######## spi_peripheral ########
spi_peripheral/layer_met3.png
The bar under the picture is 20 um long. Cells faint in the background.
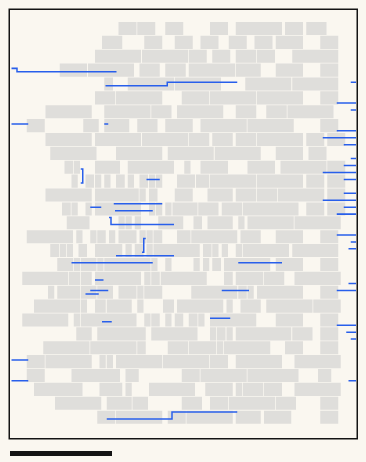

==> src/rtl/spi_peripheral_pkg.sv <==
// Shared constants for the SPI register peripheral: frame layout and register map.
package spi_peripheral_pkg;
    localparam int FRAME_W = 16;
    localparam int CNT_W   = 5;

    localparam logic [6:0] ADDR_EN_OUT_7_0  = 7'h00;
    localparam logic [6:0] ADDR_EN_OUT_15_8 = 7'h01;
    localparam logic [6:0] ADDR_EN_PWM_7_0  = 7'h02;
    localparam logic [6:0] ADDR_EN_PWM_15_8 = 7'h03;
    localparam logic [6:0] ADDR_PWM_DUTY    = 7'h04;
endpackage

==> src/rtl/sync_ff.sv <==
// Multi-stage flip-flop synchronizer with a per-instance reset value.
module sync_ff #(
    parameter int   STAGES  = 2,
    parameter logic RST_VAL = 1'b0
) (
    input  logic clk,
    input  logic rst_n,
    input  logic d,
    output logic q
);
    logic [STAGES-1:0] sync_q;
    logic [STAGES-1:0] sync_d;

    always_comb begin
        sync_d = {sync_q[STAGES-2:0], d};
    end

    always_ff @(posedge clk or negedge rst_n) begin
        if (!rst_n) sync_q <= {STAGES{RST_VAL}};
        else        sync_q <= sync_d;
    end

    assign q = sync_q[STAGES-1];
endmodule

==> src/rtl/spi_peripheral.sv <==
// SPI mode-0 write-only register peripheral (5 x 8-bit registers).
// Define SPI_READBACK_EN to add the cipo readback path.
module spi_peripheral
    import spi_peripheral_pkg::*;
#(
    parameter int         SYNC_STAGES = 2,
    parameter logic [6:0] MAX_ADDR    = 7'h04
) (
    input  logic       clk,
    input  logic       rst_n,
    input  logic       sclk,
    input  logic       ncs,
    input  logic       copi,
    output logic [7:0] en_reg_out_7_0,
    output logic [7:0] en_reg_out_15_8,
    output logic [7:0] en_reg_pwm_7_0,
    output logic [7:0] en_reg_pwm_15_8,
    output logic [7:0] pwm_duty_cycle
`ifdef SPI_READBACK_EN
    , output logic     cipo
`endif
);
    localparam int SW = $clog2(SYNC_STAGES + 1);

    logic sclk_s, ncs_s, copi_s;

    sync_ff #(.STAGES(SYNC_STAGES), .RST_VAL(1'b0)) u_sync_sclk (.clk(clk), .rst_n(rst_n), .d(sclk), .q(sclk_s));
    sync_ff #(.STAGES(SYNC_STAGES), .RST_VAL(1'b1)) u_sync_ncs  (.clk(clk), .rst_n(rst_n), .d(ncs),  .q(ncs_s));
    sync_ff #(.STAGES(SYNC_STAGES), .RST_VAL(1'b0)) u_sync_copi (.clk(clk), .rst_n(rst_n), .d(copi), .q(copi_s));

    logic               sclk_prev_q, ncs_prev_q;
    logic [SW-1:0]      settle_q, settle_d;
    logic               armed_q, armed_d;
    logic               active_q, active_d;
    logic [CNT_W-1:0]   cnt_q, cnt_d;
    logic [FRAME_W-1:0] shreg_q, shreg_d;
    logic [7:0]         out_lo_q, out_lo_d, out_hi_q, out_hi_d;
    logic [7:0]         pwm_lo_q, pwm_lo_d, pwm_hi_q, pwm_hi_d;
    logic [7:0]         duty_q, duty_d;
    logic               sclk_rise, ncs_fall, ncs_rise, settled;
`ifdef SPI_READBACK_EN
    logic               sclk_fall;
    logic               rd_q, rd_d, cipo_q, cipo_d;
    logic [7:0]         tx_q, tx_d;

    function automatic logic [7:0] reg_rd(input logic [6:0] addr,
                                          input logic [7:0] r0, input logic [7:0] r1,
                                          input logic [7:0] r2, input logic [7:0] r3,
                                          input logic [7:0] r4);
        logic [7:0] v;
        v = 8'h00;
        if (addr <= MAX_ADDR) begin
            case (addr)
                ADDR_EN_OUT_7_0:  v = r0;
                ADDR_EN_OUT_15_8: v = r1;
                ADDR_EN_PWM_7_0:  v = r2;
                ADDR_EN_PWM_15_8: v = r3;
                ADDR_PWM_DUTY:    v = r4;
                default:          v = 8'h00;
            endcase
        end
        return v;
    endfunction
`endif

    assign sclk_rise = sclk_s & ~sclk_prev_q;
    assign ncs_fall  = ~ncs_s & ncs_prev_q;
    assign ncs_rise  = ncs_s & ~ncs_prev_q;
    assign settled   = (settle_q == SW'(SYNC_STAGES));

    always_comb begin
        settle_d = settled ? settle_q : settle_q + SW'(1);
        // Only accept a frame start after ncs has been seen high with real
        // synchronizer data, so a frame in flight at reset release is dropped.
        armed_d  = armed_q | (settled & ncs_s);
        active_d = active_q;
        cnt_d    = cnt_q;
        shreg_d  = shreg_q;
        out_lo_d = out_lo_q;
        out_hi_d = out_hi_q;
        pwm_lo_d = pwm_lo_q;
        pwm_hi_d = pwm_hi_q;
        duty_d   = duty_q;
`ifdef SPI_READBACK_EN
        rd_d     = rd_q;
        tx_d     = tx_q;
        cipo_d   = cipo_q;
`endif
        if (ncs_fall && armed_q) begin
            active_d = 1'b1;
            cnt_d    = '0;
            shreg_d  = '0;
`ifdef SPI_READBACK_EN
            rd_d     = 1'b0;
            cipo_d   = 1'b0;
`endif
        end else if (ncs_rise) begin
            active_d = 1'b0;
`ifdef SPI_READBACK_EN
            rd_d     = 1'b0;
            cipo_d   = 1'b0;
`endif
            if (active_q && cnt_q == CNT_W'(FRAME_W) && shreg_q[15] && shreg_q[14:8] <= MAX_ADDR) begin
                case (shreg_q[14:8])
                    ADDR_EN_OUT_7_0:  out_lo_d = shreg_q[7:0];
                    ADDR_EN_OUT_15_8: out_hi_d = shreg_q[7:0];
                    ADDR_EN_PWM_7_0:  pwm_lo_d = shreg_q[7:0];
                    ADDR_EN_PWM_15_8: pwm_hi_d = shreg_q[7:0];
                    ADDR_PWM_DUTY:    duty_d   = shreg_q[7:0];
                    default:          ;
                endcase
            end
        end else if (sclk_rise && active_q && !ncs_s && cnt_q < CNT_W'(FRAME_W)) begin
            shreg_d = {shreg_q[FRAME_W-2:0], copi_s};
            cnt_d   = cnt_q + CNT_W'(1);
`ifdef SPI_READBACK_EN
            if (cnt_q == CNT_W'(7) && !shreg_d[7]) begin
                rd_d = 1'b1;
                tx_d = reg_rd(shreg_d[6:0], out_lo_q, out_hi_q, pwm_lo_q, pwm_hi_q, duty_q);
            end
`endif
        end
`ifdef SPI_READBACK_EN
        else if (sclk_fall && rd_q && active_q) begin
            if (cnt_q >= CNT_W'(8) && cnt_q < CNT_W'(FRAME_W)) begin
                cipo_d = tx_q[7];
                tx_d   = {tx_q[6:0], 1'b0};
            end else begin
                cipo_d = 1'b0;
            end
        end
`endif
    end

    always_ff @(posedge clk or negedge rst_n) begin
        if (!rst_n) begin
            sclk_prev_q <= 1'b0;
            ncs_prev_q  <= 1'b1;
            settle_q    <= '0;
            armed_q     <= 1'b0;
            active_q    <= 1'b0;
            cnt_q       <= '0;
            shreg_q     <= '0;
            out_lo_q    <= 8'h00;
            out_hi_q    <= 8'h00;
            pwm_lo_q    <= 8'h00;
            pwm_hi_q    <= 8'h00;
            duty_q      <= 8'h00;
        end else begin
            sclk_prev_q <= sclk_s;
            ncs_prev_q  <= ncs_s;
            settle_q    <= settle_d;
            armed_q     <= armed_d;
            active_q    <= active_d;
            cnt_q       <= cnt_d;
            shreg_q     <= shreg_d;
            out_lo_q    <= out_lo_d;
            out_hi_q    <= out_hi_d;
            pwm_lo_q    <= pwm_lo_d;
            pwm_hi_q    <= pwm_hi_d;
            duty_q      <= duty_d;
        end
    end

`ifdef SPI_READBACK_EN
    assign sclk_fall = ~sclk_s & sclk_prev_q;

    always_ff @(posedge clk or negedge rst_n) begin
        if (!rst_n) begin
            rd_q   <= 1'b0;
            tx_q   <= 8'h00;
            cipo_q <= 1'b0;
        end else begin
            rd_q   <= rd_d;
            tx_q   <= tx_d;
            cipo_q <= cipo_d;
        end
    end

    assign cipo = cipo_q;
`endif

    assign en_reg_out_7_0  = out_lo_q;
    assign en_reg_out_15_8 = out_hi_q;
    assign en_reg_pwm_7_0  = pwm_lo_q;
    assign en_reg_pwm_15_8 = pwm_hi_q;
    assign pwm_duty_cycle  = duty_q;
endmodule

==> config.mk <==
export PLATFORM = sky130hd
export DESIGN_NAME = spi_peripheral
export DESIGN_NICKNAME = d
export VERILOG_FILES = /design/src/rtl/spi_peripheral_pkg.sv /design/src/rtl/sync_ff.sv /design/src/rtl/spi_peripheral.sv
export SDC_FILE = /design/constraint.sdc
export NUM_CORES = 1
export LEC_CHECK = 0
export CORE_ASPECT_RATIO = 1.25
export CORE_MARGIN = 2
export CORE_UTILIZATION = 57
export DETAILED_ROUTE_END_ITERATION = 10
export GPL_TIMING_DRIVEN = 0
export PLACE_DENSITY = 0.83
export SLEW_MARGIN = 20
export SYNTH_ARGS = -nofsm -noshare
export SYNTH_HDL_FRONTEND = slang
export SYNTH_SLANG_ARGS = --single-unit
==> constraint.sdc <==
create_clock -name clk -period 3.65 [get_ports clk]
set_input_delay 1.095 -clock clk [delete_from_list [all_inputs] [get_ports clk]]
set_output_delay 1.095 -clock clk [all_outputs]
set_load 0.01 [all_outputs]
######## vga_tile_scanner ########
--- config.mk ---
export PLATFORM = sky130hd
export DESIGN_NAME = vga_tile_scanner
export DESIGN_NICKNAME = d
export VERILOG_FILES = /design/src/rtl/vga_tile_scanner_pkg.sv /design/src/rtl/vga_tile_scanner_timing.sv /design/src/rtl/vga_tile_scanner.sv
export SDC_FILE = /design/constraint.sdc
export NUM_CORES = 1
export LEC_CHECK = 0
export ABC_AREA = 0
export CORE_MARGIN = 3
export CORE_UTILIZATION = 45
export DETAILED_ROUTE_END_ITERATION = 8
export GPL_TIMING_DRIVEN = 0
export HOLD_SLACK_MARGIN = 0.12
export PLACE_DENSITY = 0.71
export SYNTH_ARGS = -nofsm -noshare
export SYNTH_HDL_FRONTEND = slang
export SYNTH_SLANG_ARGS = --single-unit
--- constraint.sdc ---
create_clock -name clk -period 5.1 [get_ports clk]
set_clock_uncertainty 0.05 [all_clocks]
set_input_delay 0.765 -clock clk [delete_from_list [all_inputs] [get_ports clk]]
set_output_delay 0.765 -clock clk [all_outputs]
set_load 0.02 [all_outputs]
--- src/rtl/vga_tile_scanner_pkg.sv ---
// Shared VGA constants: raster timing, tile geometry, colours and the
// sideband tag carried alongside each pixel through the pipeline.
package vga_tile_scanner_pkg;

  localparam int CNT_W      = 10;
  localparam int TILE_SHIFT = 5;
  localparam int MAP_COLS   = 16;
  localparam int MAP_ROWS   = 15;

  localparam int VGA_H_VIS  = 640;
  localparam int VGA_H_FP   = 16;
  localparam int VGA_H_SYNC = 96;
  localparam int VGA_H_BP   = 48;
  localparam int VGA_V_VIS  = MAP_ROWS << TILE_SHIFT;
  localparam int VGA_V_FP   = 10;
  localparam int VGA_V_SYNC = 2;
  localparam int VGA_V_BP   = 33;

  localparam logic [11:0] RGB_BLACK  = 12'h000;
  localparam logic [11:0] RGB_BORDER = 12'h333;

  typedef struct packed {
    logic vis;
    logic inmap;
    logic hs;
    logic vs;
    logic origin;
  } sideband_t;

  // Idle tag keeps syncs deasserted while the pipeline refills after reset.
  localparam sideband_t SB_IDLE = '{vis: 1'b0, inmap: 1'b0, hs: 1'b1, vs: 1'b1, origin: 1'b0};

endpackage

--- src/rtl/vga_tile_scanner_timing.sv ---
// Raster counters and the per-position flags derived from them.
module vga_tile_scanner_timing
  import vga_tile_scanner_pkg::*;
#(
  parameter int H_VIS  = VGA_H_VIS,
  parameter int H_FP   = VGA_H_FP,
  parameter int H_SYNC = VGA_H_SYNC,
  parameter int H_BP   = VGA_H_BP,
  parameter int V_VIS  = VGA_V_VIS,
  parameter int V_FP   = VGA_V_FP,
  parameter int V_SYNC = VGA_V_SYNC,
  parameter int V_BP   = VGA_V_BP
) (
  input  logic             clk,
  input  logic             rst_n,
  input  logic             pix_en,
  output logic [CNT_W-1:0] h_cnt,
  output logic [CNT_W-1:0] v_cnt,
  output logic             vis,
  output logic             hs_raw,
  output logic             vs_raw,
  output logic             origin
);

  localparam logic [CNT_W-1:0] H_VIS_L  = CNT_W'(H_VIS);
  localparam logic [CNT_W-1:0] H_SYNC_S = CNT_W'(H_VIS + H_FP);
  localparam logic [CNT_W-1:0] H_SYNC_E = CNT_W'(H_VIS + H_FP + H_SYNC);
  localparam logic [CNT_W-1:0] H_LAST   = CNT_W'(H_VIS + H_FP + H_SYNC + H_BP - 1);
  localparam logic [CNT_W-1:0] V_VIS_L  = CNT_W'(V_VIS);
  localparam logic [CNT_W-1:0] V_SYNC_S = CNT_W'(V_VIS + V_FP);
  localparam logic [CNT_W-1:0] V_SYNC_E = CNT_W'(V_VIS + V_FP + V_SYNC);
  localparam logic [CNT_W-1:0] V_LAST   = CNT_W'(V_VIS + V_FP + V_SYNC + V_BP - 1);

  always_ff @(posedge clk or negedge rst_n) begin
    if (!rst_n) begin
      h_cnt <= '0;
      v_cnt <= '0;
    end else if (pix_en) begin
      if (h_cnt == H_LAST) begin
        h_cnt <= '0;
        v_cnt <= (v_cnt == V_LAST) ? '0 : v_cnt + 1'b1;
      end else begin
        h_cnt <= h_cnt + 1'b1;
      end
    end
  end

  assign vis    = (h_cnt < H_VIS_L) && (v_cnt < V_VIS_L);
  assign hs_raw = !((h_cnt >= H_SYNC_S) && (h_cnt < H_SYNC_E));
  assign vs_raw = !((v_cnt >= V_SYNC_S) && (v_cnt < V_SYNC_E));
  assign origin = (h_cnt == '0) && (v_cnt == '0);

endmodule

--- src/rtl/vga_tile_scanner.sv ---
// VGA front end: raster position -> map RAM address -> texture request,
// then the returned texel is muxed with border/blank colour and aligned syncs.
module vga_tile_scanner
  import vga_tile_scanner_pkg::*;
#(
  parameter logic [11:0] BORDER_RGB = RGB_BORDER,
  parameter int H_VIS  = VGA_H_VIS,
  parameter int H_FP   = VGA_H_FP,
  parameter int H_SYNC = VGA_H_SYNC,
  parameter int H_BP   = VGA_H_BP,
  parameter int V_VIS  = VGA_V_VIS,
  parameter int V_FP   = VGA_V_FP,
  parameter int V_SYNC = VGA_V_SYNC,
  parameter int V_BP   = VGA_V_BP
) (
  input  logic        clk,
  input  logic        rst_n,
  input  logic        pix_en,
  output logic [7:0]  ram_addr,
  input  logic [3:0]  ram_data,
  output logic [4:0]  tex_type,
  output logic [4:0]  tex_x,
  output logic [4:0]  tex_y,
  input  logic [11:0] tex_pixel,
  output logic        hs,
  output logic        vs,
  output logic [11:0] rgb,
  output logic        frame_start
);

  localparam logic [CNT_W-1:0] MAP_W = CNT_W'(MAP_COLS << TILE_SHIFT);

  logic [CNT_W-1:0] h_cnt;
  logic [CNT_W-1:0] v_cnt;
  logic             vis;
  logic             hs_raw;
  logic             vs_raw;
  logic             origin;
  sideband_t        sb_s0;
  sideband_t        sb_s1_reg;
  sideband_t        sb_s2_reg;

  vga_tile_scanner_timing #(
    .H_VIS (H_VIS),  .H_FP (H_FP),  .H_SYNC (H_SYNC),  .H_BP (H_BP),
    .V_VIS (V_VIS),  .V_FP (V_FP),  .V_SYNC (V_SYNC),  .V_BP (V_BP)
  ) u_timing (
    .clk    (clk),
    .rst_n  (rst_n),
    .pix_en (pix_en),
    .h_cnt  (h_cnt),
    .v_cnt  (v_cnt),
    .vis    (vis),
    .hs_raw (hs_raw),
    .vs_raw (vs_raw),
    .origin (origin)
  );

  assign sb_s0 = '{vis:    vis,
                   inmap:  vis && (h_cnt < MAP_W),
                   hs:     hs_raw,
                   vs:     vs_raw,
                   origin: origin};

  // Address and offsets launch together so ram_data lines up with tex_x/tex_y.
  always_ff @(posedge clk or negedge rst_n) begin
    if (!rst_n) begin
      ram_addr  <= '0;
      tex_x     <= '0;
      tex_y     <= '0;
      sb_s1_reg <= SB_IDLE;
      sb_s2_reg <= SB_IDLE;
      rgb       <= RGB_BLACK;
      hs        <= 1'b1;
      vs        <= 1'b1;
    end else if (pix_en) begin
      ram_addr  <= {v_cnt[TILE_SHIFT+3:TILE_SHIFT], h_cnt[TILE_SHIFT+3:TILE_SHIFT]};
      tex_x     <= h_cnt[TILE_SHIFT-1:0];
      tex_y     <= v_cnt[TILE_SHIFT-1:0];
      sb_s1_reg <= sb_s0;
      sb_s2_reg <= sb_s1_reg;
      rgb       <= !sb_s2_reg.vis   ? RGB_BLACK  :
                   !sb_s2_reg.inmap ? BORDER_RGB : tex_pixel;
      hs        <= sb_s2_reg.hs;
      vs        <= sb_s2_reg.vs;
    end
  end

  // Not held by pix_en=0: the pulse lasts a single clk even when strobes are sparse.
  always_ff @(posedge clk or negedge rst_n) begin
    if (!rst_n) begin
      frame_start <= 1'b0;
    end else begin
      frame_start <= pix_en && sb_s2_reg.origin;
    end
  end

  assign tex_type = sb_s1_reg.inmap ? {1'b0, ram_data} : 5'd0;

endmodule

######## fifo_ctrl_sync ########
## config.mk

```make
export PLATFORM = sky130hd
export DESIGN_NAME = fifo_ctrl_sync
export DESIGN_NICKNAME = d
export VERILOG_FILES = /design/src/rtl/fifo_ctrl_sync.sv
export SDC_FILE = /design/constraint.sdc
export NUM_CORES = 1
export LEC_CHECK = 0
export CORE_MARGIN = 4
export CORE_UTILIZATION = 54
export CTS_CLUSTER_SIZE = 24
export DETAILED_ROUTE_END_ITERATION = 12
export DONT_BUFFER_PORTS = 1
export GPL_TIMING_DRIVEN = 0
export PLACE_DENSITY = 0.77
export REMOVE_ABC_BUFFERS = 1
export SYNTH_ARGS = -nofsm -noshare
export SYNTH_HDL_FRONTEND = slang
export SYNTH_SLANG_ARGS = --single-unit
```

## constraint.sdc

```tcl
create_clock -name clock_i -period 1.7 [get_ports clock_i]
set_input_delay 0.34 -clock clock_i [delete_from_list [all_inputs] [get_ports clock_i]]
set_output_delay 0.34 -clock clock_i [all_outputs]
set_load 0.01 [all_outputs]
```

## src/rtl/fifo_ctrl_sync.sv

```systemverilog
// Synchronous FIFO controller: binary read/write pointers, occupancy and threshold
// flags, sticky overflow/underflow, and write strobe for an external FWFT memory.
module fifo_ctrl_sync #(
    parameter int unsigned addr_size          = 3,
    parameter int unsigned almost_full_level  = 6,
    parameter int unsigned almost_empty_level = 2
) (
    input  logic                 clock_i,
    input  logic                 reset_ni,
    input  logic                 clear_i,
    input  logic                 push_i,
    input  logic                 pop_i,
    output logic                 write_en_o,
    output logic                 write_full_o,
    output logic [addr_size-1:0] write_addr_o,
    output logic [addr_size-1:0] read_addr_o,
    output logic                 full_o,
    output logic                 empty_o,
    output logic                 almost_full_o,
    output logic                 almost_empty_o,
    output logic [addr_size:0]   level_o,
    output logic                 overflow_o,
    output logic                 underflow_o
);

    localparam logic [addr_size:0] af_level = (addr_size + 1)'(almost_full_level);
    localparam logic [addr_size:0] ae_level = (addr_size + 1)'(almost_empty_level);

    logic [addr_size:0] wr_ptr;
    logic [addr_size:0] rd_ptr;
    logic               running;
    logic               overflow_q;
    logic               underflow_q;
    logic               push_ok;
    logic               pop_ok;

    // Flags come from the registered pointers only; no request input feeds them.
    always_comb begin
        empty_o        = (wr_ptr == rd_ptr);
        full_o         = (wr_ptr[addr_size] != rd_ptr[addr_size]) &&
                         (wr_ptr[addr_size-1:0] == rd_ptr[addr_size-1:0]);
        level_o        = wr_ptr - rd_ptr;
        almost_full_o  = (level_o >= af_level);
        almost_empty_o = (level_o <= ae_level);
        write_full_o   = full_o;
        write_addr_o   = wr_ptr[addr_size-1:0];
        read_addr_o    = rd_ptr[addr_size-1:0];
        overflow_o     = overflow_q;
        underflow_o    = underflow_q;
    end

    // running is low while reset is held and until the first edge after release,
    // which keeps the write strobe quiet without using reset as a data signal.
    always_comb begin
        push_ok    = push_i && !full_o && !clear_i && running;
        pop_ok     = pop_i && !empty_o && !clear_i && running;
        write_en_o = push_ok;
    end

    always_ff @(posedge clock_i or negedge reset_ni) begin
        if (!reset_ni) begin
            running <= 1'b0;
        end else begin
            running <= 1'b1;
        end
    end

    always_ff @(posedge clock_i or negedge reset_ni) begin
        if (!reset_ni) begin
            wr_ptr <= '0;
            rd_ptr <= '0;
        end else if (clear_i) begin
            wr_ptr <= '0;
            rd_ptr <= '0;
        end else begin
            if (push_ok) begin
                wr_ptr <= wr_ptr + 1'b1;
            end
            if (pop_ok) begin
                rd_ptr <= rd_ptr + 1'b1;
            end
        end
    end

    always_ff @(posedge clock_i or negedge reset_ni) begin
        if (!reset_ni) begin
            overflow_q  <= 1'b0;
            underflow_q <= 1'b0;
        end else if (clear_i) begin
            overflow_q  <= 1'b0;
            underflow_q <= 1'b0;
        end else begin
            if (push_i && full_o) begin
                overflow_q <= 1'b1;
            end
            if (pop_i && empty_o) begin
                underflow_q <= 1'b1;
            end
        end
    end

endmodule
```

spi_peripheral/layer_met1.png
The bar under the picture is 20 um long. Supply wires on this layer in grey.
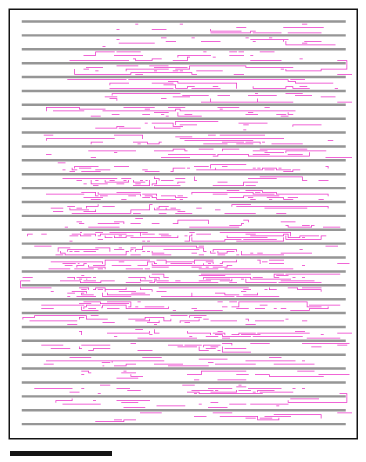
- main direction: horizontal
- wire length on this layer: 2490 um
- nets with wire on the layer: 244
- longest straight run: 31.3 um
- share of all routed wire: 42%

## Picture notes: spi_peripheral/layer_met3.png
- wire length on this layer: 234 um
- nets with wire on the layer: 39

==> flow_metrics.tcl, spi_peripheral <==
# yosys + openroad results
set metrics [dict create \
    status "finished, final reports clean" \
    area_growth_pct 26.76 \
    initCoreUtil_pct 58.07 \
    xor_share_pct 1.205 \
    ys_chip_area_um2 2908 \
    globalplace.congestion 0.7932 \
    grt_pass1_vias 1770 \
    drv_slew 0 \
    finalClockPeriodUsage_pct 66.22 \
    place_hpwl_mm 3.605 \
    hold_end "u_sync_copi.sync_q[1]" \
    slew_headroom_pct 48.91 \
    warning_count 28 \
    setup.worst_path.end "en_reg_out_15_8[5]" \
    synthesis.nets 221 \
    met2_usage_pct 37.08 \
    largest_register_ffs 16 \
    clockBufferDepth 2 \
    routed_wirelength_mm 5.874 \
    critPathLaunch "en_reg_out_15_8[5]" \
    synthCells 213 \
    hold_depth 0 \
    r2r_slack_ns 1.43 \
    fp.coreArea_um2 5007 \
    nFillCells 354 \
    final_layout_top_logic_cells "dfrtp_1 (70), clkdlybuf4s50_1 (43), nand2_1 (39), mux2_2 (24), a21oi_1 (18)" \
    maxCapViolCount 0 \
    cts_tree "yes" \
    hp-class "flip-flop to flip-flop" \
    rsz0062_at_grt "no" \
    grt_pass1_wl_mm 9.466 \
]
[spi_peripheral: through the flow]
| step | hold slack, ns | total power, mW | TNS (ns) | instance area [um2] |
|---|---|---|---|---|
| 2_1_floorplan | 0.3312 | 0.8600 | 0 | 2908 |
| 3_3_place_gp | 0.3334 | 0.8857 | -63.61 | 3426 |
| 3_5_place_dp | 0.3355 | 0.8911 | 0 | 3451 |
| 4_1_cts | 0.3484 | 1.632 | 0 | 3686 |
| 5_1_grt | 0.3536 | 1.677 | 0 | 3686 |
| 6_report | 0.3439 | 1.621 | 0 | 3686 |
[spi_peripheral: logic make-up after synthesis]
family	Yosys count
simple gates	59
flops	73
compound gates	21
fa+ha+maj	3
xor+xnor	4
buf+inv	12
mux	41
[spi_peripheral: layout make-up]
type                    instances  area share (%)
flip-flops and latches         73           49.66
multi-input cells             128           27.60
repair buffers                 45           12.63
clock buffers                  11           3.564
clock inverters                 5           2.817
well taps                      62           2.105
plain buffers                   8           1.222
inverters                       4          0.4073
[spi_peripheral: report_power, final]
part	switching (mW)	internal [mW]
registers	0.00953	0.819
clock network	0.291	0.455
logic	0.0305	0.0163
total	0.331	1.29
fifo_ctrl_sync/logic_types.png
The bar under the picture is 10 um long.
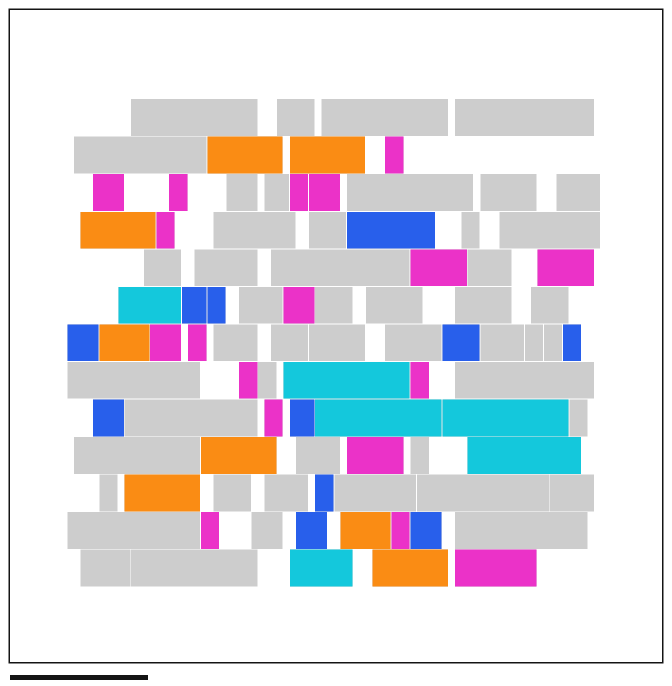
- cyan: fa/ha/maj cells (cells 6; most used ha_4)
- blue: nand cells (cells 11; most used nand2b_1)
- orange: mux cells (cells 8; most used mux2_4)
- magenta: nor cells (cells 18; most used nor2_1)

==> flow_metrics.tcl, fifo_ctrl_sync <==
# yosys + openroad results
set metrics [dict create \
    final-setup-viol-count 11 \
    ys.warnings.count 0 \
    die_w_um 47.23 \
    failed_checks "negative setup slack" \
    powerComb_mw 0.180 \
    ys_cells 91 \
    status "finished with violations" \
    die_y_um 47.23 \
    initCoreUtil_pct 60.81 \
    comb_area_um2 668.1 \
    dominant_cells "multi-input combinational cells" \
    hp-class "input port to flip-flop" \
    power_clock_mw 0.185 \
    cp.arrival_ns 1.84 \
    reg2regPathDepth 7 \
    setup_ws_ns -0.4768 \
    cts_resized 49 \
    mux_area_share_pct 11.45 \
]
==> fifo_ctrl_sync: worst min path at each step <==
stage | startpoint | end | slack, ns | depth (start not counted)
2_1_floorplan | reset_ni | overflow_o | 0.04 | 0
3_3_place_gp | reset_ni | wr_ptr[2] | 0.04 | 0
3_5_place_dp | reset_ni | overflow_o | 0.04 | 0
4_1_cts | clear_i | overflow_o | 0.11 | 1
5_1_grt | clear_i | underflow_o | 0.12 | 1
6_report | clear_i | overflow_o | 0.11 | 1
==> fifo_ctrl_sync: metrics by stage <==
step | setup TNS (ns) | power (mW) | setup slack (ns) | hold slack [ns] | std cells
2_1_floorplan | -0.6385 | 0.3696 | -0.2532 | 0.04441 | 81
3_3_place_gp | -1.815 | 0.3844 | -0.3836 | 0.04464 | 96
3_5_place_dp | -2.194 | 0.3871 | -0.4170 | 0.04461 | 96
4_1_cts | -2.175 | 0.6448 | -0.4725 | 0.1150 | 106
5_1_grt | -2.930 | 0.6808 | -0.5321 | 0.1195 | 107
6_report | -2.298 | 0.6539 | -0.4768 | 0.1140 | 107
vga_tile_scanner/layer_met1.png
The bar under the picture is 20 um long. Supply wires on this layer in grey.
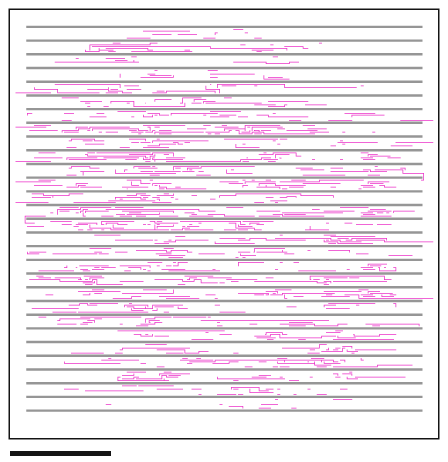
- longest straight run: 25.3 um
- share of all routed wire: 47%
- nets with wire on the layer: 299
- main direction: horizontal
- wire length on this layer: 2730 um

==> flow_metrics.tcl, vga_tile_scanner <==
# yosys + openroad results
set metrics [dict create \
    status "finished, final reports clean" \
    maxCapViolCount 0 \
    die-area_um2 7217 \
    top_cells_by_area "dfrtp_1 (51%), mux2_2 (10%), dfstp_2 (5.6%), inv_1 (2.7%), nand3_1 (2.7%)" \
    hold_slack_ns 0.4225 \
    grt_overflow 0 \
    drtIter0Drc 103 \
    rows 28 \
    top_area_cell "dfrtp_1" \
    place_hpwl_mm 4.121 \
    final_hold_viol_count 0 \
    grt_usage_pct 17.18 \
    ys_cells 249 \
    worst-setup-path-type "input port to output pin" \
    clkTransAtPathRegs_ns 0.06 \
    reg.largest.list "rgb x12, u_timing.h_cnt x10, u_timing.v_cnt x10" \
    p_sw_mw 0.3443 \
    grtUsageMet3_pct 4.951 \
    syn_avg_cell_area_um2 11.27 \
    nFillCells 500 \
    warning_count 28 \
    setup_ws_ns 2.363 \
    firstDrtPassIters 4 \
    busiest_layer "met2" \
    ctsHoldBuffers 0 \
    p_per_area_nw_per_um2 340.1 \
    p_int_mw 0.8938 \
    slew_headroom_pct 52.61 \
    cts_resized 0 \
    drtAntennaViolNets 0 \
    hp-class "input port to asynchronous set/reset pin" \
    pre_cts_ws_ns 2.316 \
    portBuffers 55 \
    grt_pass1_wl_mm 9.832 \
    ff_type "dfrtp_1" \
    diodes 0 \
    cp-start-kind "input port" \
    ys_chip_area_um2 2805 \
    clockBufferDepth 2 \
    largest_register_ffs 12 \
]
==> vga_tile_scanner: cell type report <==
type                            instances  area, um2  share of cell area (%)
Tap cell                               75      93.84                   2.577
Multi-Input combinational cell        154       1090                   29.93
Timing Repair Buffer                   56      565.5                   15.53
Inverter                               20      75.07                   2.062
Sequential cell                        63       1584                   43.51
Buffer                                 12      56.30                   1.546
Clock buffer                           15      176.4                   4.845
==> vga_tile_scanner: cell families after synthesis <==
kind of cell	synth area share, %
multiplexers	10.79
AND-OR/OR-AND	7.449
flip-flops	56.47
AND/OR/NAND/NOR	15.57
XOR/XNOR	3.122
other	0.1337
adder cells (fa/ha/maj)	1.784
buffers and inverters	4.683
==> vga_tile_scanner: power by group through the flow <==
stage                     Clock, mW  Sequential [mW]  Combinational [mW]
after global routing          0.421            0.603               0.280
after floorplan                   0            0.635               0.106
after detailed placement          0            0.604               0.257
after global placement            0            0.602               0.253
after CTS                     0.397            0.595               0.259
final                         0.388            0.594               0.256
==> vga_tile_scanner: worst max-delay path: stages <==
cell and delay (ns):
clkdlybuf4s50_1 0.45, and2_1 0.11, clkdlybuf4s50_1 0.60

==> notes/layouts.md <==
Pictures saved along the way, in no particular order.

Track usage over the die.
image #1
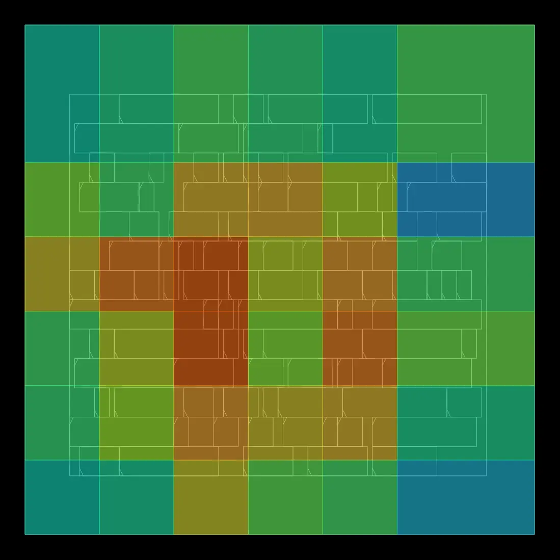
image #2
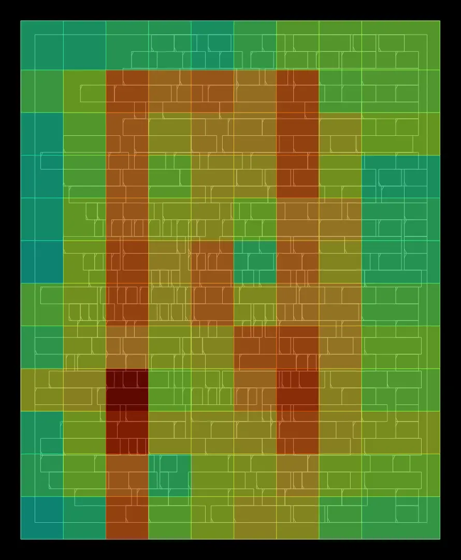
image #3
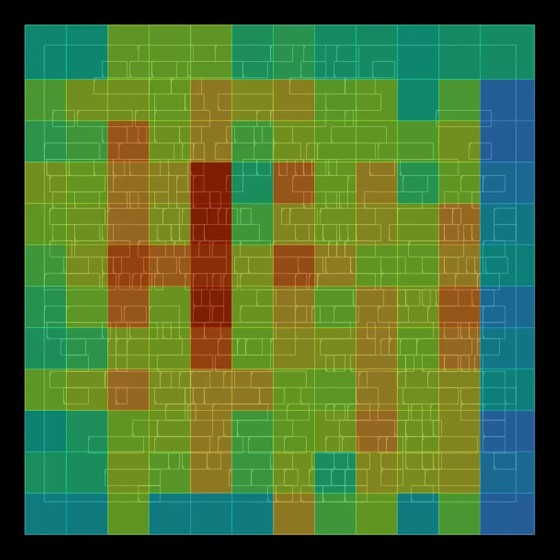
- fifo_ctrl_sync = image #1
- spi_peripheral = image #2
- vga_tile_scanner = image #3


Power is estimated from default activity; no workload was simulated.
